# block 1

Fig. 1: block 1, met1 routing
Bar = 20 microns. Cells faint in the background.
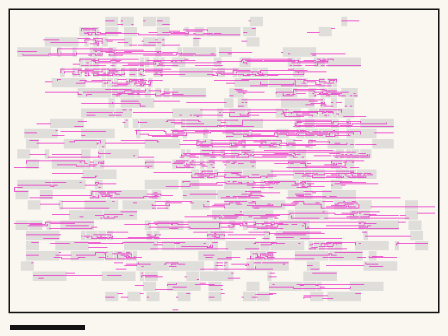

==> src/rtl/trigger_arbiter.sv <==
// Trigger arbiter: synchronizes eight asynchronous trigger lines and captures them as pending/lost flags.
// It offers one channel at a time round-robin over a valid/ready handshake, then waits a programmable holdoff.
module trigger_arbiter #(
    parameter int HOLDOFF_BITS = 8
) (
    input  logic                    clk_i,
    input  logic                    rst_n_i,
    input  logic [7:0]              trig_i,
    input  logic [7:0]              mask_i,
    input  logic [HOLDOFF_BITS-1:0] holdoff_i,
    input  logic                    lost_clear_i,
    input  logic                    trig_ready_i,
    output logic                    trig_valid_o,
    output logic [2:0]              trig_num_o,
    output logic [7:0]              pending_o,
    output logic [7:0]              lost_o,
    output logic                    busy_o
);

    typedef enum logic [1:0] {
        IDLE    = 2'd0,
        OFFER   = 2'd1,
        HOLDOFF = 2'd2
    } state_t;

    state_t                  state_reg;
    logic [7:0]              s1_reg;
    logic [7:0]              s2_reg;
    logic [7:0]              s3_reg;
    logic [7:0]              pending_reg;
    logic [7:0]              lost_reg;
    logic [2:0]              last_grant_reg;
    logic [HOLDOFF_BITS-1:0] count_reg;

    logic [7:0] rise;
    logic [7:0] capture;
    logic [7:0] grant_clr;
    logic [7:0] pending_next;
    logic [7:0] lost_next;
    logic       accept;
    logic       sel_found;
    logic [2:0] sel_num;

    // s1/s2 resolve metastability; s3 holds the previous synchronized level for edge detection.
    always_ff @(posedge clk_i or negedge rst_n_i) begin
        if (!rst_n_i) begin
            s1_reg <= '0;
            s2_reg <= '0;
            s3_reg <= '0;
        end else begin
            s1_reg <= trig_i;
            s2_reg <= s1_reg;
            s3_reg <= s2_reg;
        end
    end

    assign rise   = s2_reg & ~s3_reg;
    assign accept = trig_valid_o & trig_ready_i;

    generate
        for (genvar gi = 0; gi < 8; gi++) begin : g_chan
            assign capture[gi]   = rise[gi] & mask_i[gi];
            assign grant_clr[gi] = accept && (trig_num_o == 3'(gi));
            // A fresh rise wins over the clear caused by accepting the same channel.
            assign pending_next[gi] = !mask_i[gi]   ? 1'b0 :
                                      capture[gi]   ? 1'b1 :
                                      grant_clr[gi] ? 1'b0 : pending_reg[gi];
            assign lost_next[gi] = (capture[gi] & pending_reg[gi] & ~grant_clr[gi]) |
                                   (lost_reg[gi] & ~lost_clear_i);
        end
    endgenerate

    // Round-robin search starting just above the last granted channel.
    always_comb begin
        logic [2:0] idx;
        idx       = '0;
        sel_found = 1'b0;
        sel_num   = '0;
        for (int k = 1; k <= 8; k++) begin
            idx = last_grant_reg + 3'(k);
            if (!sel_found && pending_reg[idx]) begin
                sel_found = 1'b1;
                sel_num   = idx;
            end
        end
    end

    always_ff @(posedge clk_i or negedge rst_n_i) begin
        if (!rst_n_i) begin
            state_reg      <= IDLE;
            trig_valid_o   <= 1'b0;
            trig_num_o     <= '0;
            last_grant_reg <= 3'd7;
            count_reg      <= '0;
            pending_reg    <= '0;
            lost_reg       <= '0;
        end else begin
            pending_reg <= pending_next;
            lost_reg    <= lost_next;
            case (state_reg)
                IDLE: begin
                    if (sel_found) begin
                        trig_num_o   <= sel_num;
                        trig_valid_o <= 1'b1;
                        state_reg    <= OFFER;
                    end
                end
                OFFER: begin
                    if (accept) begin
                        trig_valid_o   <= 1'b0;
                        last_grant_reg <= trig_num_o;
                        count_reg      <= holdoff_i;
                        state_reg      <= (holdoff_i == '0) ? IDLE : HOLDOFF;
                    end
                end
                HOLDOFF: begin
                    count_reg <= count_reg - 1'b1;
                    if (count_reg == HOLDOFF_BITS'(1)) begin
                        state_reg <= IDLE;
                    end
                end
                default: begin
                    state_reg    <= IDLE;
                    trig_valid_o <= 1'b0;
                end
            endcase
        end
    end

    assign busy_o    = (state_reg != IDLE);
    assign pending_o = pending_reg;
    assign lost_o    = lost_reg;

endmodule

==> config.mk <==
export PLATFORM = sky130hd
export DESIGN_NAME = trigger_arbiter
export DESIGN_NICKNAME = d
export VERILOG_FILES = /design/src/rtl/trigger_arbiter.sv
export SDC_FILE = /design/constraint.sdc
export NUM_CORES = 1
export LEC_CHECK = 0
export CORE_ASPECT_RATIO = 0.7
export CORE_UTILIZATION = 35
export DETAILED_ROUTE_END_ITERATION = 16
export HOLD_SLACK_MARGIN = 0.05
export PLACE_DENSITY_LB_ADDON = 0.15
export SKIP_CTS_REPAIR_TIMING = 1
export SLEW_MARGIN = 0
export SYNTH_ARGS = -nofsm -noshare
export SYNTH_HDL_FRONTEND = slang
export SYNTH_SLANG_ARGS = --single-unit
==> constraint.sdc <==
create_clock -name clk_i -period 4.1 [get_ports clk_i]
set_input_delay 1.025 -clock clk_i [delete_from_list [all_inputs] [get_ports clk_i]]
set_output_delay 1.025 -clock clk_i [all_outputs]
set_load 0.05 [all_outputs]
# block 2

**src/rtl/memory_pkg.sv**
```systemverilog
// rtl/memory_pkg.sv - shared owner/state encodings and data-window defaults for the memory subsystem
package memory_pkg;

  typedef enum logic [1:0] {
    OWN_NONE = 2'd0,
    OWN_CPU  = 2'd1,
    OWN_DMA  = 2'd2
  } owner_e;

  typedef enum logic [1:0] {
    ST_IDLE     = 2'd0,
    ST_CPU_OWN  = 2'd1,
    ST_DMA_OWN  = 2'd2,
    ST_DMA_LOCK = 2'd3
  } arb_state_e;

  localparam logic [31:0] DATA_LO_DEF = 32'h0000_0400;
  localparam logic [31:0] DATA_HI_DEF = 32'h0000_0FFF;
  localparam logic [31:0] ERR_PATTERN = 32'hDEAD_BEEF;

endpackage

```
**src/rtl/addr_window_check.sv**
```systemverilog
// rtl/addr_window_check.sv - combinational inclusive address window test
module addr_window_check
  import memory_pkg::*;
#(
  parameter int                ADDR_W = 32,
  parameter logic [ADDR_W-1:0] WIN_LO = ADDR_W'(DATA_LO_DEF),
  parameter logic [ADDR_W-1:0] WIN_HI = ADDR_W'(DATA_HI_DEF)
) (
  input  logic [ADDR_W-1:0] addr,
  output logic              in_range
);

  assign in_range = (addr >= WIN_LO) && (addr <= WIN_HI);

endmodule

```
**src/rtl/data_port_arbiter.sv**
```systemverilog
// rtl/data_port_arbiter.sv - CPU/DMA arbiter for memory port B with bounds check, fairness and burst lock
module data_port_arbiter
  import memory_pkg::*;
#(
  parameter int                ADDR_W     = 32,
  parameter int                DATA_W     = 32,
  parameter logic [ADDR_W-1:0] DATA_LO    = ADDR_W'(DATA_LO_DEF),
  parameter logic [ADDR_W-1:0] DATA_HI    = ADDR_W'(DATA_HI_DEF),
  parameter int                MAX_STREAK = 4
) (
  input  logic              clk,
  input  logic              rst_n,
  input  logic              cpu_req,
  input  logic              cpu_we,
  input  logic [3:0]        cpu_be,
  input  logic [ADDR_W-1:0] cpu_addr,
  input  logic [DATA_W-1:0] cpu_wdata,
  output logic              cpu_gnt,
  output logic              cpu_rvalid,
  output logic [DATA_W-1:0] cpu_rdata,
  output logic              cpu_err,
  input  logic              dma_req,
  input  logic              dma_we,
  input  logic [3:0]        dma_be,
  input  logic [ADDR_W-1:0] dma_addr,
  input  logic [DATA_W-1:0] dma_wdata,
  input  logic              dma_lock,
  output logic              dma_gnt,
  output logic              dma_rvalid,
  output logic [DATA_W-1:0] dma_rdata,
  output logic              dma_err,
  output logic              mem_en,
  output logic [3:0]        mem_we,
  output logic [ADDR_W-1:0] mem_addr,
  output logic [DATA_W-1:0] mem_din,
  input  logic [DATA_W-1:0] mem_dout
);

  localparam int                  STREAK_W   = $clog2(MAX_STREAK + 1);
  localparam logic [STREAK_W-1:0] STREAK_MAX = STREAK_W'(MAX_STREAK);

  arb_state_e           state_q, state_d;
  logic [STREAK_W-1:0]  streak_q, streak_d;
  owner_e               rtag_q, rtag_d;
  logic                 rerr_q, rerr_d;
  logic [DATA_W-1:0]    cpu_rdata_q, cpu_rdata_d;
  logic [DATA_W-1:0]    dma_rdata_q, dma_rdata_d;

  owner_e               winner;
  logic                 win_we;
  logic [3:0]           win_be;
  logic [ADDR_W-1:0]    win_addr;
  logic [DATA_W-1:0]    win_wdata;
  logic                 win_in_range;
  logic [DATA_W-1:0]    ret_data;

  // Outputs are forced idle while reset is held, even with requests pending.
  always_comb begin
    winner = OWN_NONE;
    if (!rst_n) begin
      winner = OWN_NONE;
    end else if (state_q == ST_DMA_LOCK && dma_lock) begin
      winner = dma_req ? OWN_DMA : OWN_NONE;
    end else if (cpu_req && dma_req) begin
      winner = (streak_q == STREAK_MAX) ? OWN_DMA : OWN_CPU;
    end else if (cpu_req) begin
      winner = OWN_CPU;
    end else if (dma_req) begin
      winner = OWN_DMA;
    end
  end

  always_comb begin
    win_we    = cpu_we;
    win_be    = cpu_be;
    win_addr  = cpu_addr;
    win_wdata = cpu_wdata;
    if (winner == OWN_DMA) begin
      win_we    = dma_we;
      win_be    = dma_be;
      win_addr  = dma_addr;
      win_wdata = dma_wdata;
    end
  end

  addr_window_check #(
    .ADDR_W (ADDR_W),
    .WIN_LO (DATA_LO),
    .WIN_HI (DATA_HI)
  ) u_window (
    .addr     (win_addr),
    .in_range (win_in_range)
  );

  assign cpu_gnt  = (winner == OWN_CPU);
  assign dma_gnt  = (winner == OWN_DMA);
  assign cpu_err  = cpu_gnt && !win_in_range;
  assign dma_err  = dma_gnt && !win_in_range;
  assign mem_en   = (winner != OWN_NONE) && win_in_range;
  assign mem_we   = (mem_en && win_we) ? win_be : 4'h0;
  assign mem_addr = win_addr;
  assign mem_din  = win_wdata;

  // A rejected read returns the error pattern instead of whatever the memory drives.
  assign ret_data   = rerr_q ? DATA_W'(ERR_PATTERN) : mem_dout;
  assign cpu_rvalid = (rtag_q == OWN_CPU);
  assign dma_rvalid = (rtag_q == OWN_DMA);
  assign cpu_rdata  = cpu_rvalid ? ret_data : cpu_rdata_q;
  assign dma_rdata  = dma_rvalid ? ret_data : dma_rdata_q;

  always_comb begin
    state_d     = ST_IDLE;
    streak_d    = streak_q;
    rtag_d      = OWN_NONE;
    rerr_d      = !win_in_range;
    cpu_rdata_d = cpu_rdata;
    dma_rdata_d = dma_rdata;

    case (winner)
      OWN_DMA:  state_d = dma_lock ? ST_DMA_LOCK : ST_DMA_OWN;
      OWN_CPU:  state_d = ST_CPU_OWN;
      default:  state_d = (state_q == ST_DMA_LOCK && dma_lock) ? ST_DMA_LOCK : ST_IDLE;
    endcase

    if (winner != OWN_NONE && !win_we) begin
      rtag_d = winner;
    end

    if (winner == OWN_DMA || !dma_req) begin
      streak_d = '0;
    end else if (winner == OWN_CPU && streak_q != STREAK_MAX) begin
      streak_d = streak_q + 1'b1;
    end
  end

  always_ff @(posedge clk or negedge rst_n) begin
    if (!rst_n) begin
      state_q     <= ST_IDLE;
      streak_q    <= '0;
      rtag_q      <= OWN_NONE;
      rerr_q      <= 1'b0;
      cpu_rdata_q <= '0;
      dma_rdata_q <= '0;
    end else begin
      state_q     <= state_d;
      streak_q    <= streak_d;
      rtag_q      <= rtag_d;
      rerr_q      <= rerr_d;
      cpu_rdata_q <= cpu_rdata_d;
      dma_rdata_q <= dma_rdata_d;
    end
  end

endmodule
```
**config.mk**
```make
export PLATFORM = sky130hd
export DESIGN_NAME = data_port_arbiter
export DESIGN_NICKNAME = d
export VERILOG_FILES = /design/src/rtl/memory_pkg.sv /design/src/rtl/addr_window_check.sv /design/src/rtl/data_port_arbiter.sv
export SDC_FILE = /design/constraint.sdc
export NUM_CORES = 1
export LEC_CHECK = 0
export ABC_AREA = 1
export ABC_CLOCK_PERIOD_IN_PS = 2190
export CORE_MARGIN = 5
export CORE_UTILIZATION = 31
export DETAILED_ROUTE_END_ITERATION = 10
export PLACE_DENSITY = 0.75
export SLEW_MARGIN = 20
export SYNTH_ARGS = -nofsm -noshare
export SYNTH_HDL_FRONTEND = slang
export SYNTH_SLANG_ARGS = --single-unit
```
**constraint.sdc**
```tcl
create_clock -name clk -period 2.19 [get_ports clk]
set_input_delay 0.219 -clock clk [delete_from_list [all_inputs] [get_ports clk]]
set_output_delay 0.219 -clock clk [all_outputs]
set_load 0.03 [all_outputs]
```
# block 3

## src/rtl/uart_bus_arbiter_n_if.sv

```systemverilog
// Bus bundle between the CPU data port, the UART channels and the status-write arbiter.
// The master side drives CPU and channel levels; the slave side is the arbiter.
interface uart_bus_arbiter_n_if #(
    parameter int unsigned NCH    = 2,
    parameter int unsigned ADDR_W = 32
);
    logic [ADDR_W-1:0] address;
    logic              memReadCPU;
    logic              memWriteCPU;
    logic [NCH-1:0]    readyRx;
    logic [NCH-1:0]    busyTx;
    logic [NCH-1:0]    txEnable;
    logic [NCH-1:0]    grant;
    logic              memWriteOut;
    logic [ADDR_W-1:0] addressOut;
    logic              dataSel;
    logic [NCH-1:0]    overrun;

    modport master (
        output address,
        output memReadCPU,
        output memWriteCPU,
        output readyRx,
        output busyTx,
        input  txEnable,
        input  grant,
        input  memWriteOut,
        input  addressOut,
        input  dataSel,
        input  overrun
    );

    modport slave (
        input  address,
        input  memReadCPU,
        input  memWriteCPU,
        input  readyRx,
        input  busyTx,
        output txEnable,
        output grant,
        output memWriteOut,
        output addressOut,
        output dataSel,
        output overrun
    );
endinterface

```

## src/rtl/uart_bus_arbiter_n.sv

```systemverilog
// Round-robin arbiter turning per-channel UART RX/TX edge events into single-cycle
// status/data writes on the shared memory port whenever the CPU leaves the bus idle.
module uart_bus_arbiter_n #(
    parameter int unsigned NCH         = 2,
    parameter int unsigned ADDR_W      = 32,
    parameter int unsigned UART_BASE   = 32'h0000_0F00,
    parameter int unsigned UART_STRIDE = 16
) (
    input logic                 clk,
    input logic                 rst,
    uart_bus_arbiter_n_if.slave bus
);
    localparam int unsigned CW = (NCH > 1) ? $clog2(NCH) : 1;

    typedef logic [ADDR_W-1:0] addr_t;
    typedef logic [NCH-1:0]    chvec_t;

    function automatic addr_t chan_base(input int unsigned ch);
        return addr_t'(UART_BASE + ch * UART_STRIDE);
    endfunction

    chvec_t        rxPrev_q,     rxPrev_d;
    chvec_t        txPrev_q,     txPrev_d;
    chvec_t        rxDataPend_q, rxDataPend_d;
    chvec_t        rxFlagPend_q, rxFlagPend_d;
    chvec_t        txFlagPend_q, txFlagPend_d;
    chvec_t        overrun_q,    overrun_d;
    logic [CW-1:0] last_q,       last_d;
    logic          primed_q;

    chvec_t        rxRise, rxFall, txFall;
    chvec_t        anyPend;
    chvec_t        grant_c;
    chvec_t        clrTx, clrRxF, clrRxD;
    chvec_t        txEn_c;
    logic          busFree;
    logic          found;
    logic [CW-1:0] sel;
    addr_t         addr_c;
    logic          dsel_c;

    always_comb begin
        // Edges are suppressed for the first cycle out of reset so that levels
        // already high at release are captured as history, not as new events.
        rxRise  = bus.readyRx & ~rxPrev_q & {NCH{primed_q}};
        rxFall  = ~bus.readyRx & rxPrev_q & {NCH{primed_q}};
        txFall  = ~bus.busyTx & txPrev_q & {NCH{primed_q}};
        busFree = !bus.memReadCPU && !bus.memWriteCPU;
        anyPend = txFlagPend_q | rxFlagPend_q | rxDataPend_q;

        found = 1'b0;
        sel   = '0;
        for (int unsigned off = 1; off <= NCH; off++) begin
            for (int unsigned ch = 0; ch < NCH; ch++) begin
                if (!found && busFree && anyPend[ch] &&
                    ch == (32'(last_q) + off) % NCH) begin
                    found = 1'b1;
                    sel   = CW'(ch);
                end
            end
        end

        grant_c = '0;
        for (int unsigned ch = 0; ch < NCH; ch++) begin
            grant_c[ch] = found && (sel == CW'(ch));
        end

        addr_c = '0;
        dsel_c = 1'b0;
        clrTx  = '0;
        clrRxF = '0;
        clrRxD = '0;
        for (int unsigned ch = 0; ch < NCH; ch++) begin
            if (grant_c[ch]) begin
                if (txFlagPend_q[ch]) begin
                    addr_c    = chan_base(ch) + addr_t'(12);
                    dsel_c    = 1'b1;
                    clrTx[ch] = 1'b1;
                end else if (rxFlagPend_q[ch]) begin
                    addr_c     = chan_base(ch) + addr_t'(8);
                    dsel_c     = 1'b1;
                    clrRxF[ch] = 1'b1;
                end else begin
                    addr_c     = chan_base(ch) + addr_t'(4);
                    dsel_c     = 1'b0;
                    clrRxD[ch] = 1'b1;
                end
            end
        end

        // A new edge on the bit being serviced keeps it set; only an edge on a
        // bit that stays pending counts as a lost event.
        txFlagPend_d = (txFlagPend_q & ~clrTx)  | txFall;
        rxFlagPend_d = (rxFlagPend_q & ~clrRxF) | rxFall;
        rxDataPend_d = (rxDataPend_q & ~clrRxD) | rxRise;
        overrun_d    = overrun_q
                     | (txFall & txFlagPend_q & ~clrTx)
                     | (rxFall & rxFlagPend_q & ~clrRxF)
                     | (rxRise & rxDataPend_q & ~clrRxD);
        rxPrev_d     = bus.readyRx;
        txPrev_d     = bus.busyTx;
        last_d       = found ? sel : last_q;

        txEn_c = '0;
        for (int unsigned ch = 0; ch < NCH; ch++) begin
            txEn_c[ch] = !rst && bus.memWriteCPU && (bus.address == chan_base(ch)) &&
                         !bus.busyTx[ch] && !txFlagPend_q[ch];
        end
    end

    always_ff @(posedge clk or posedge rst) begin
        if (rst) begin
            rxPrev_q     <= '0;
            txPrev_q     <= '0;
            rxDataPend_q <= '0;
            rxFlagPend_q <= '0;
            txFlagPend_q <= '0;
            overrun_q    <= '0;
            last_q       <= CW'(NCH - 1);
            primed_q     <= 1'b0;
        end else begin
            rxPrev_q     <= rxPrev_d;
            txPrev_q     <= txPrev_d;
            rxDataPend_q <= rxDataPend_d;
            rxFlagPend_q <= rxFlagPend_d;
            txFlagPend_q <= txFlagPend_d;
            overrun_q    <= overrun_d;
            last_q       <= last_d;
            primed_q     <= 1'b1;
        end
    end

    assign bus.grant       = grant_c;
    assign bus.memWriteOut = |grant_c;
    assign bus.addressOut  = addr_c;
    assign bus.dataSel     = dsel_c;
    assign bus.txEnable    = txEn_c;
    assign bus.overrun     = overrun_q;
endmodule

```

## src/flat_wrapper.sv

```systemverilog
// flat-port wrapper written by rule: the top's interface ports become plain ports
module uart_bus_arbiter_n_flat 
#(
    parameter int unsigned NCH         = 2,
    parameter int unsigned ADDR_W      = 32,
    parameter int unsigned UART_BASE   = 32'h0000_0F00,
    parameter int unsigned UART_STRIDE = 16
)
  (clk, rst, bus_address, bus_memReadCPU, bus_memWriteCPU, bus_readyRx, bus_busyTx, bus_txEnable, bus_grant, bus_memWriteOut, bus_addressOut, bus_dataSel, bus_overrun);
  uart_bus_arbiter_n_if #(.NCH(NCH), .ADDR_W(ADDR_W)) bus_i ();
  input logic clk;
  input logic rst;
  input wire logic [$bits(bus_i.address)-1:0] bus_address;
  input wire logic [$bits(bus_i.memReadCPU)-1:0] bus_memReadCPU;
  input wire logic [$bits(bus_i.memWriteCPU)-1:0] bus_memWriteCPU;
  input wire logic [$bits(bus_i.readyRx)-1:0] bus_readyRx;
  input wire logic [$bits(bus_i.busyTx)-1:0] bus_busyTx;
  output wire logic [$bits(bus_i.txEnable)-1:0] bus_txEnable;
  output wire logic [$bits(bus_i.grant)-1:0] bus_grant;
  output wire logic [$bits(bus_i.memWriteOut)-1:0] bus_memWriteOut;
  output wire logic [$bits(bus_i.addressOut)-1:0] bus_addressOut;
  output wire logic [$bits(bus_i.dataSel)-1:0] bus_dataSel;
  output wire logic [$bits(bus_i.overrun)-1:0] bus_overrun;
  assign bus_i.address = bus_address;
  assign bus_i.memReadCPU = bus_memReadCPU;
  assign bus_i.memWriteCPU = bus_memWriteCPU;
  assign bus_i.readyRx = bus_readyRx;
  assign bus_i.busyTx = bus_busyTx;
  assign bus_txEnable = bus_i.txEnable;
  assign bus_grant = bus_i.grant;
  assign bus_memWriteOut = bus_i.memWriteOut;
  assign bus_addressOut = bus_i.addressOut;
  assign bus_dataSel = bus_i.dataSel;
  assign bus_overrun = bus_i.overrun;
  uart_bus_arbiter_n #(.NCH(NCH), .ADDR_W(ADDR_W), .UART_BASE(UART_BASE), .UART_STRIDE(UART_STRIDE)) u_core (.clk(clk), .rst(rst), .bus(bus_i));
endmodule
```

## config.mk

```make
export PLATFORM = sky130hd
export DESIGN_NAME = uart_bus_arbiter_n_flat
export DESIGN_NICKNAME = d
export VERILOG_FILES = /design/src/rtl/uart_bus_arbiter_n_if.sv /design/src/rtl/uart_bus_arbiter_n.sv /design/src/flat_wrapper.sv
export SDC_FILE = /design/constraint.sdc
export NUM_CORES = 1
export LEC_CHECK = 0
export CORE_MARGIN = 5
export CORE_UTILIZATION = 35
export CTS_CLUSTER_DIAMETER = 100
export DETAILED_ROUTE_END_ITERATION = 8
export PLACE_DENSITY_LB_ADDON = 0.15
export SETUP_SLACK_MARGIN = 0.5
export SLEW_MARGIN = 15
export SYNTH_ARGS = -nofsm -noshare
export SYNTH_HDL_FRONTEND = slang
export SYNTH_SLANG_ARGS = --single-unit
```

## constraint.sdc

```tcl
create_clock -name clk -period 3.87 [get_ports clk]
set_clock_uncertainty 0.15 [all_clocks]
set_input_delay 0.774 -clock clk [delete_from_list [all_inputs] [get_ports clk]]
set_output_delay 0.774 -clock clk [all_outputs]
set_load 0.01 [all_outputs]
```

Fig. 2: block 3, M2 wires
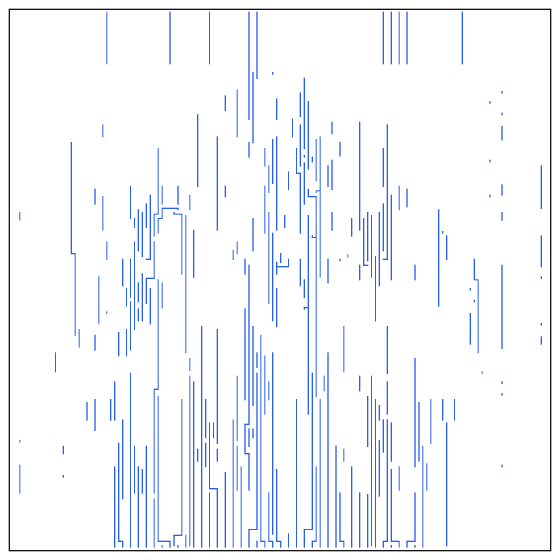
nets with wire on the layer: 178
wire length on this layer: 1400 microns
main direction: vertical

==> notes.md, block 3 <==
Reports from this run.

- The run finished with clean final reports.
- The startpoint of the tightest hold check path is u_core.bus.overrun[1]$_DFF_PP0_.
- The largest part of the power goes to sequential cells.
- The largest net degree at the start of global routing reads 15.
- The switching power as a share of total power is 0.3541.
- Routing resource usage on met3 recorded by global route was 0.05036.
- The final design area excluding fillers is 1548 sq um.
- The quantity of hold-fixing buffers added after cts reads 0.
- The biggest cell category by area in the final layout reads non-clock buffers.
- The area overhead of the layout relative to synthesis reads 58.18%.
- Total global-route track usage over all layers is 0.1227.
- In the layout the commonest cells are conb_1, dlymetal6s2s_1, clkdlybuf4s50_1.
- The kind of critical path reads input port to output pin.
- The post-detailed-route DRC marker count reads 0.
- In the synthesized netlist, the cells that appear most often are buf_4, dfrtp_1, nand2_1.
- Per the post-synthesis stats, the area per cell is 8.976 sq um.
- The starting density of the core is 0.3610.
- The internal power summed over all cells reads 323.8 uW.
- The detail route stage leaves a number of antenna-violating nets equal to 0.
- The worst min-delay path endpoint reads u_core.bus.overrun[1]$_DFF_PP0_.
- The depth of the worst register-to-register path is 4.
- The wire length the detailed router placed on met1 is 911 microns.
- Counting the buffers created by CTS gives 3.
- The cell taking the most area after synthesis is dfrtp_1.
- The uppermost layer routed is met4.
- The most critical setup path has its endpoint at bus_txEnable[1].
- The number of sinks handled by clock tree synthesis reads 14.
- The placed standard-cell area is between 1000 and 1500 sq um.
- The minimum hold slack is 345.0 ps.
Fig. 3: block 2, M2 wires
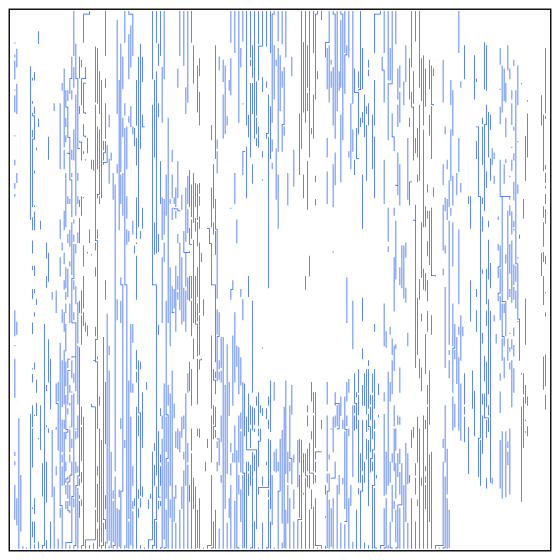
longest straight run: 67.0 microns
share of all routed wire: 53%
nets with wire on the layer: 914
wire length on this layer: 9340 microns
main direction: vertical

==> notes.md, block 2 <==
Reports from this run.

- The run finished, with violations left.
- The checks that failed: setup timing.
- The average instance in the mapped netlist occupies ~8.1 sq um.
- The number of warnings issued by yosys is 0.
- The fraction of synthesized cell area taken by the top area cell type reads 0.4286.
- Traced cell by cell, the critical path runs through inv_2 > ha_4 > nand2_4 > o2111ai_4 > ha_4 > buf_12 > buf_8 > nand2_2 > o21a_1 > nand2_1 > nand2_1 > nor2_4 > buf_4 > nand2_1 > nor2_4 > buf_12.
- The met2 track demand over resource in global routing is 0.3907.
- The final tally of setup violations reads 72.
- The synthesis report gives the async set-or-reset register share as 1.000.
- The share of synthesized cell area in and-or and or-and compound cells is 0.02381.
- The smallest setup slack after layout is -707.7 ps.
- The half-perimeter wire length of the detailed placement result is 14380 microns.
- The routed design uses 9339 microns of met2 wire.
- Counting flops with a built-in enable in the synthesized netlist gives 0.
- The placed standard-cell area reads 7933 sq um.
- The logic gate share of total power reads 0.409.
- The number of non-clock inverters reads 72.
- The yosys-reported design area after synthesis reads 4204 sq um.
- The last element of the critical path reads mem_en.
- Ranked by total area, the top cell class in this layout is non-clock buffers.
Fig. 4: block 1, M3 wires
Bar = 20 microns.
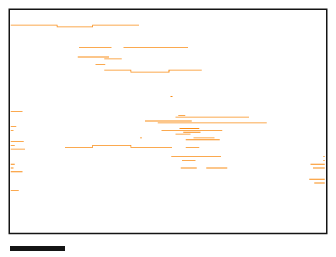
main direction: horizontal
share of all routed wire: 5.3%
nets with wire on the layer: 35

About Fig. 1:
main direction: horizontal
share of all routed wire: 52%
wire length on this layer: 3980 microns
longest straight run: 41.4 microns
nets with wire on the layer: 343

==> notes.md, block 1 <==
Reports from this run.

- The delay of the slowest critical-path stage reads 740 ps.
- The kind of critical path reads flip-flop to flip-flop.
- The wire length the detailed router placed on met1 reads 3976 microns.
- The routability congestion estimate from global placement reads about 0.93.
- For this run, the share of the core covered by cells in the final layout is 0.4624.
- The number of combinational gates with multiple inputs reads 198.
- The post-layout period usage of the worst path reads 0.7642.
- Counting every net in the synthesized netlist gives roughly 320.
- The flow ran to the end, and the final reports show no timing, DRC or antenna violations.
- Detailed placement finished with a half-perimeter wire length of roughly 5500 microns.
- The endpoint of the worst-slack reg-to-reg timing path reads trig_num_o[2]$_DFFE_PN0P_.
- The worst setup path is captured at a flip-flop.
- The top achievable clock speed is between 300 and 400 MHz.
- The area fraction in mux cells is 0.1349.
- The switching power as a share of total power reads 0.4236.
- The first-pass iteration count of the detailed router is 4.
- The initial antenna violation count was 0.
- The average footprint of a synthesized cell reads 10.68 sq um.
- TritonCTS built the clock tree.
- The number of cells produced by synthesis is between 200 and 300.
- Setup slack on the worst path after placement came out at 1006 ps.
- The type of element launching the critical path is a flip-flop.


## Gallery

Clock nets.
image #1
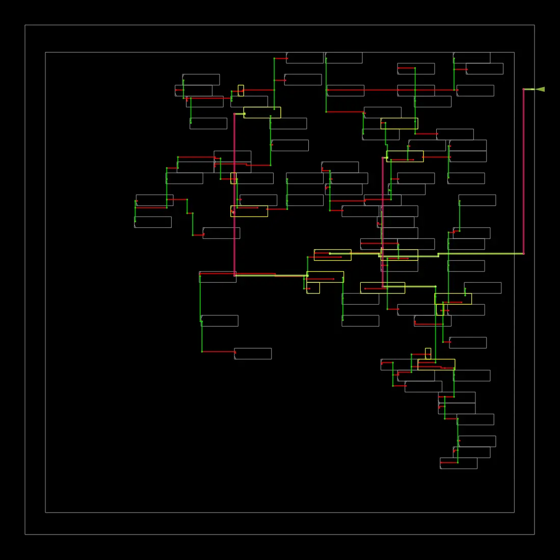
image #2
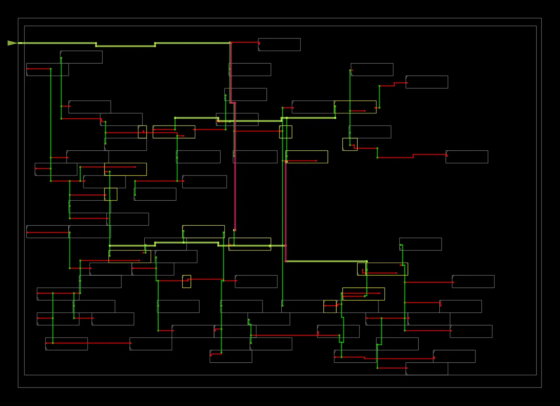
image #3
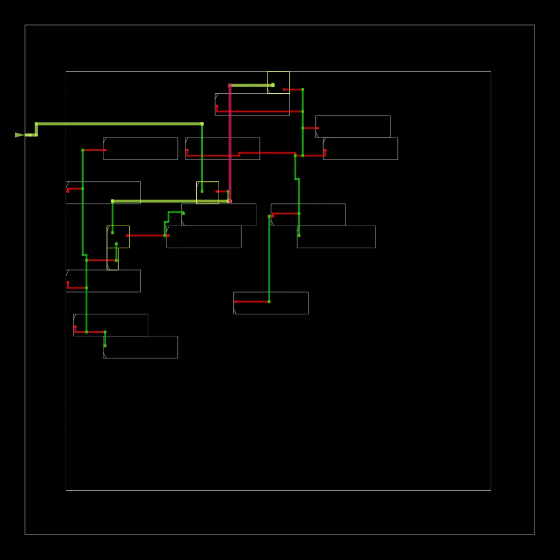
| picture | from |
|---|---|
| image #3 | block 3 |
| image #1 | block 2 |
| image #2 | block 1 |
Of these, most sequential cells: image #1
Of these, fewest clock buffers: image #3

Power and IR drop assume default switching activity.
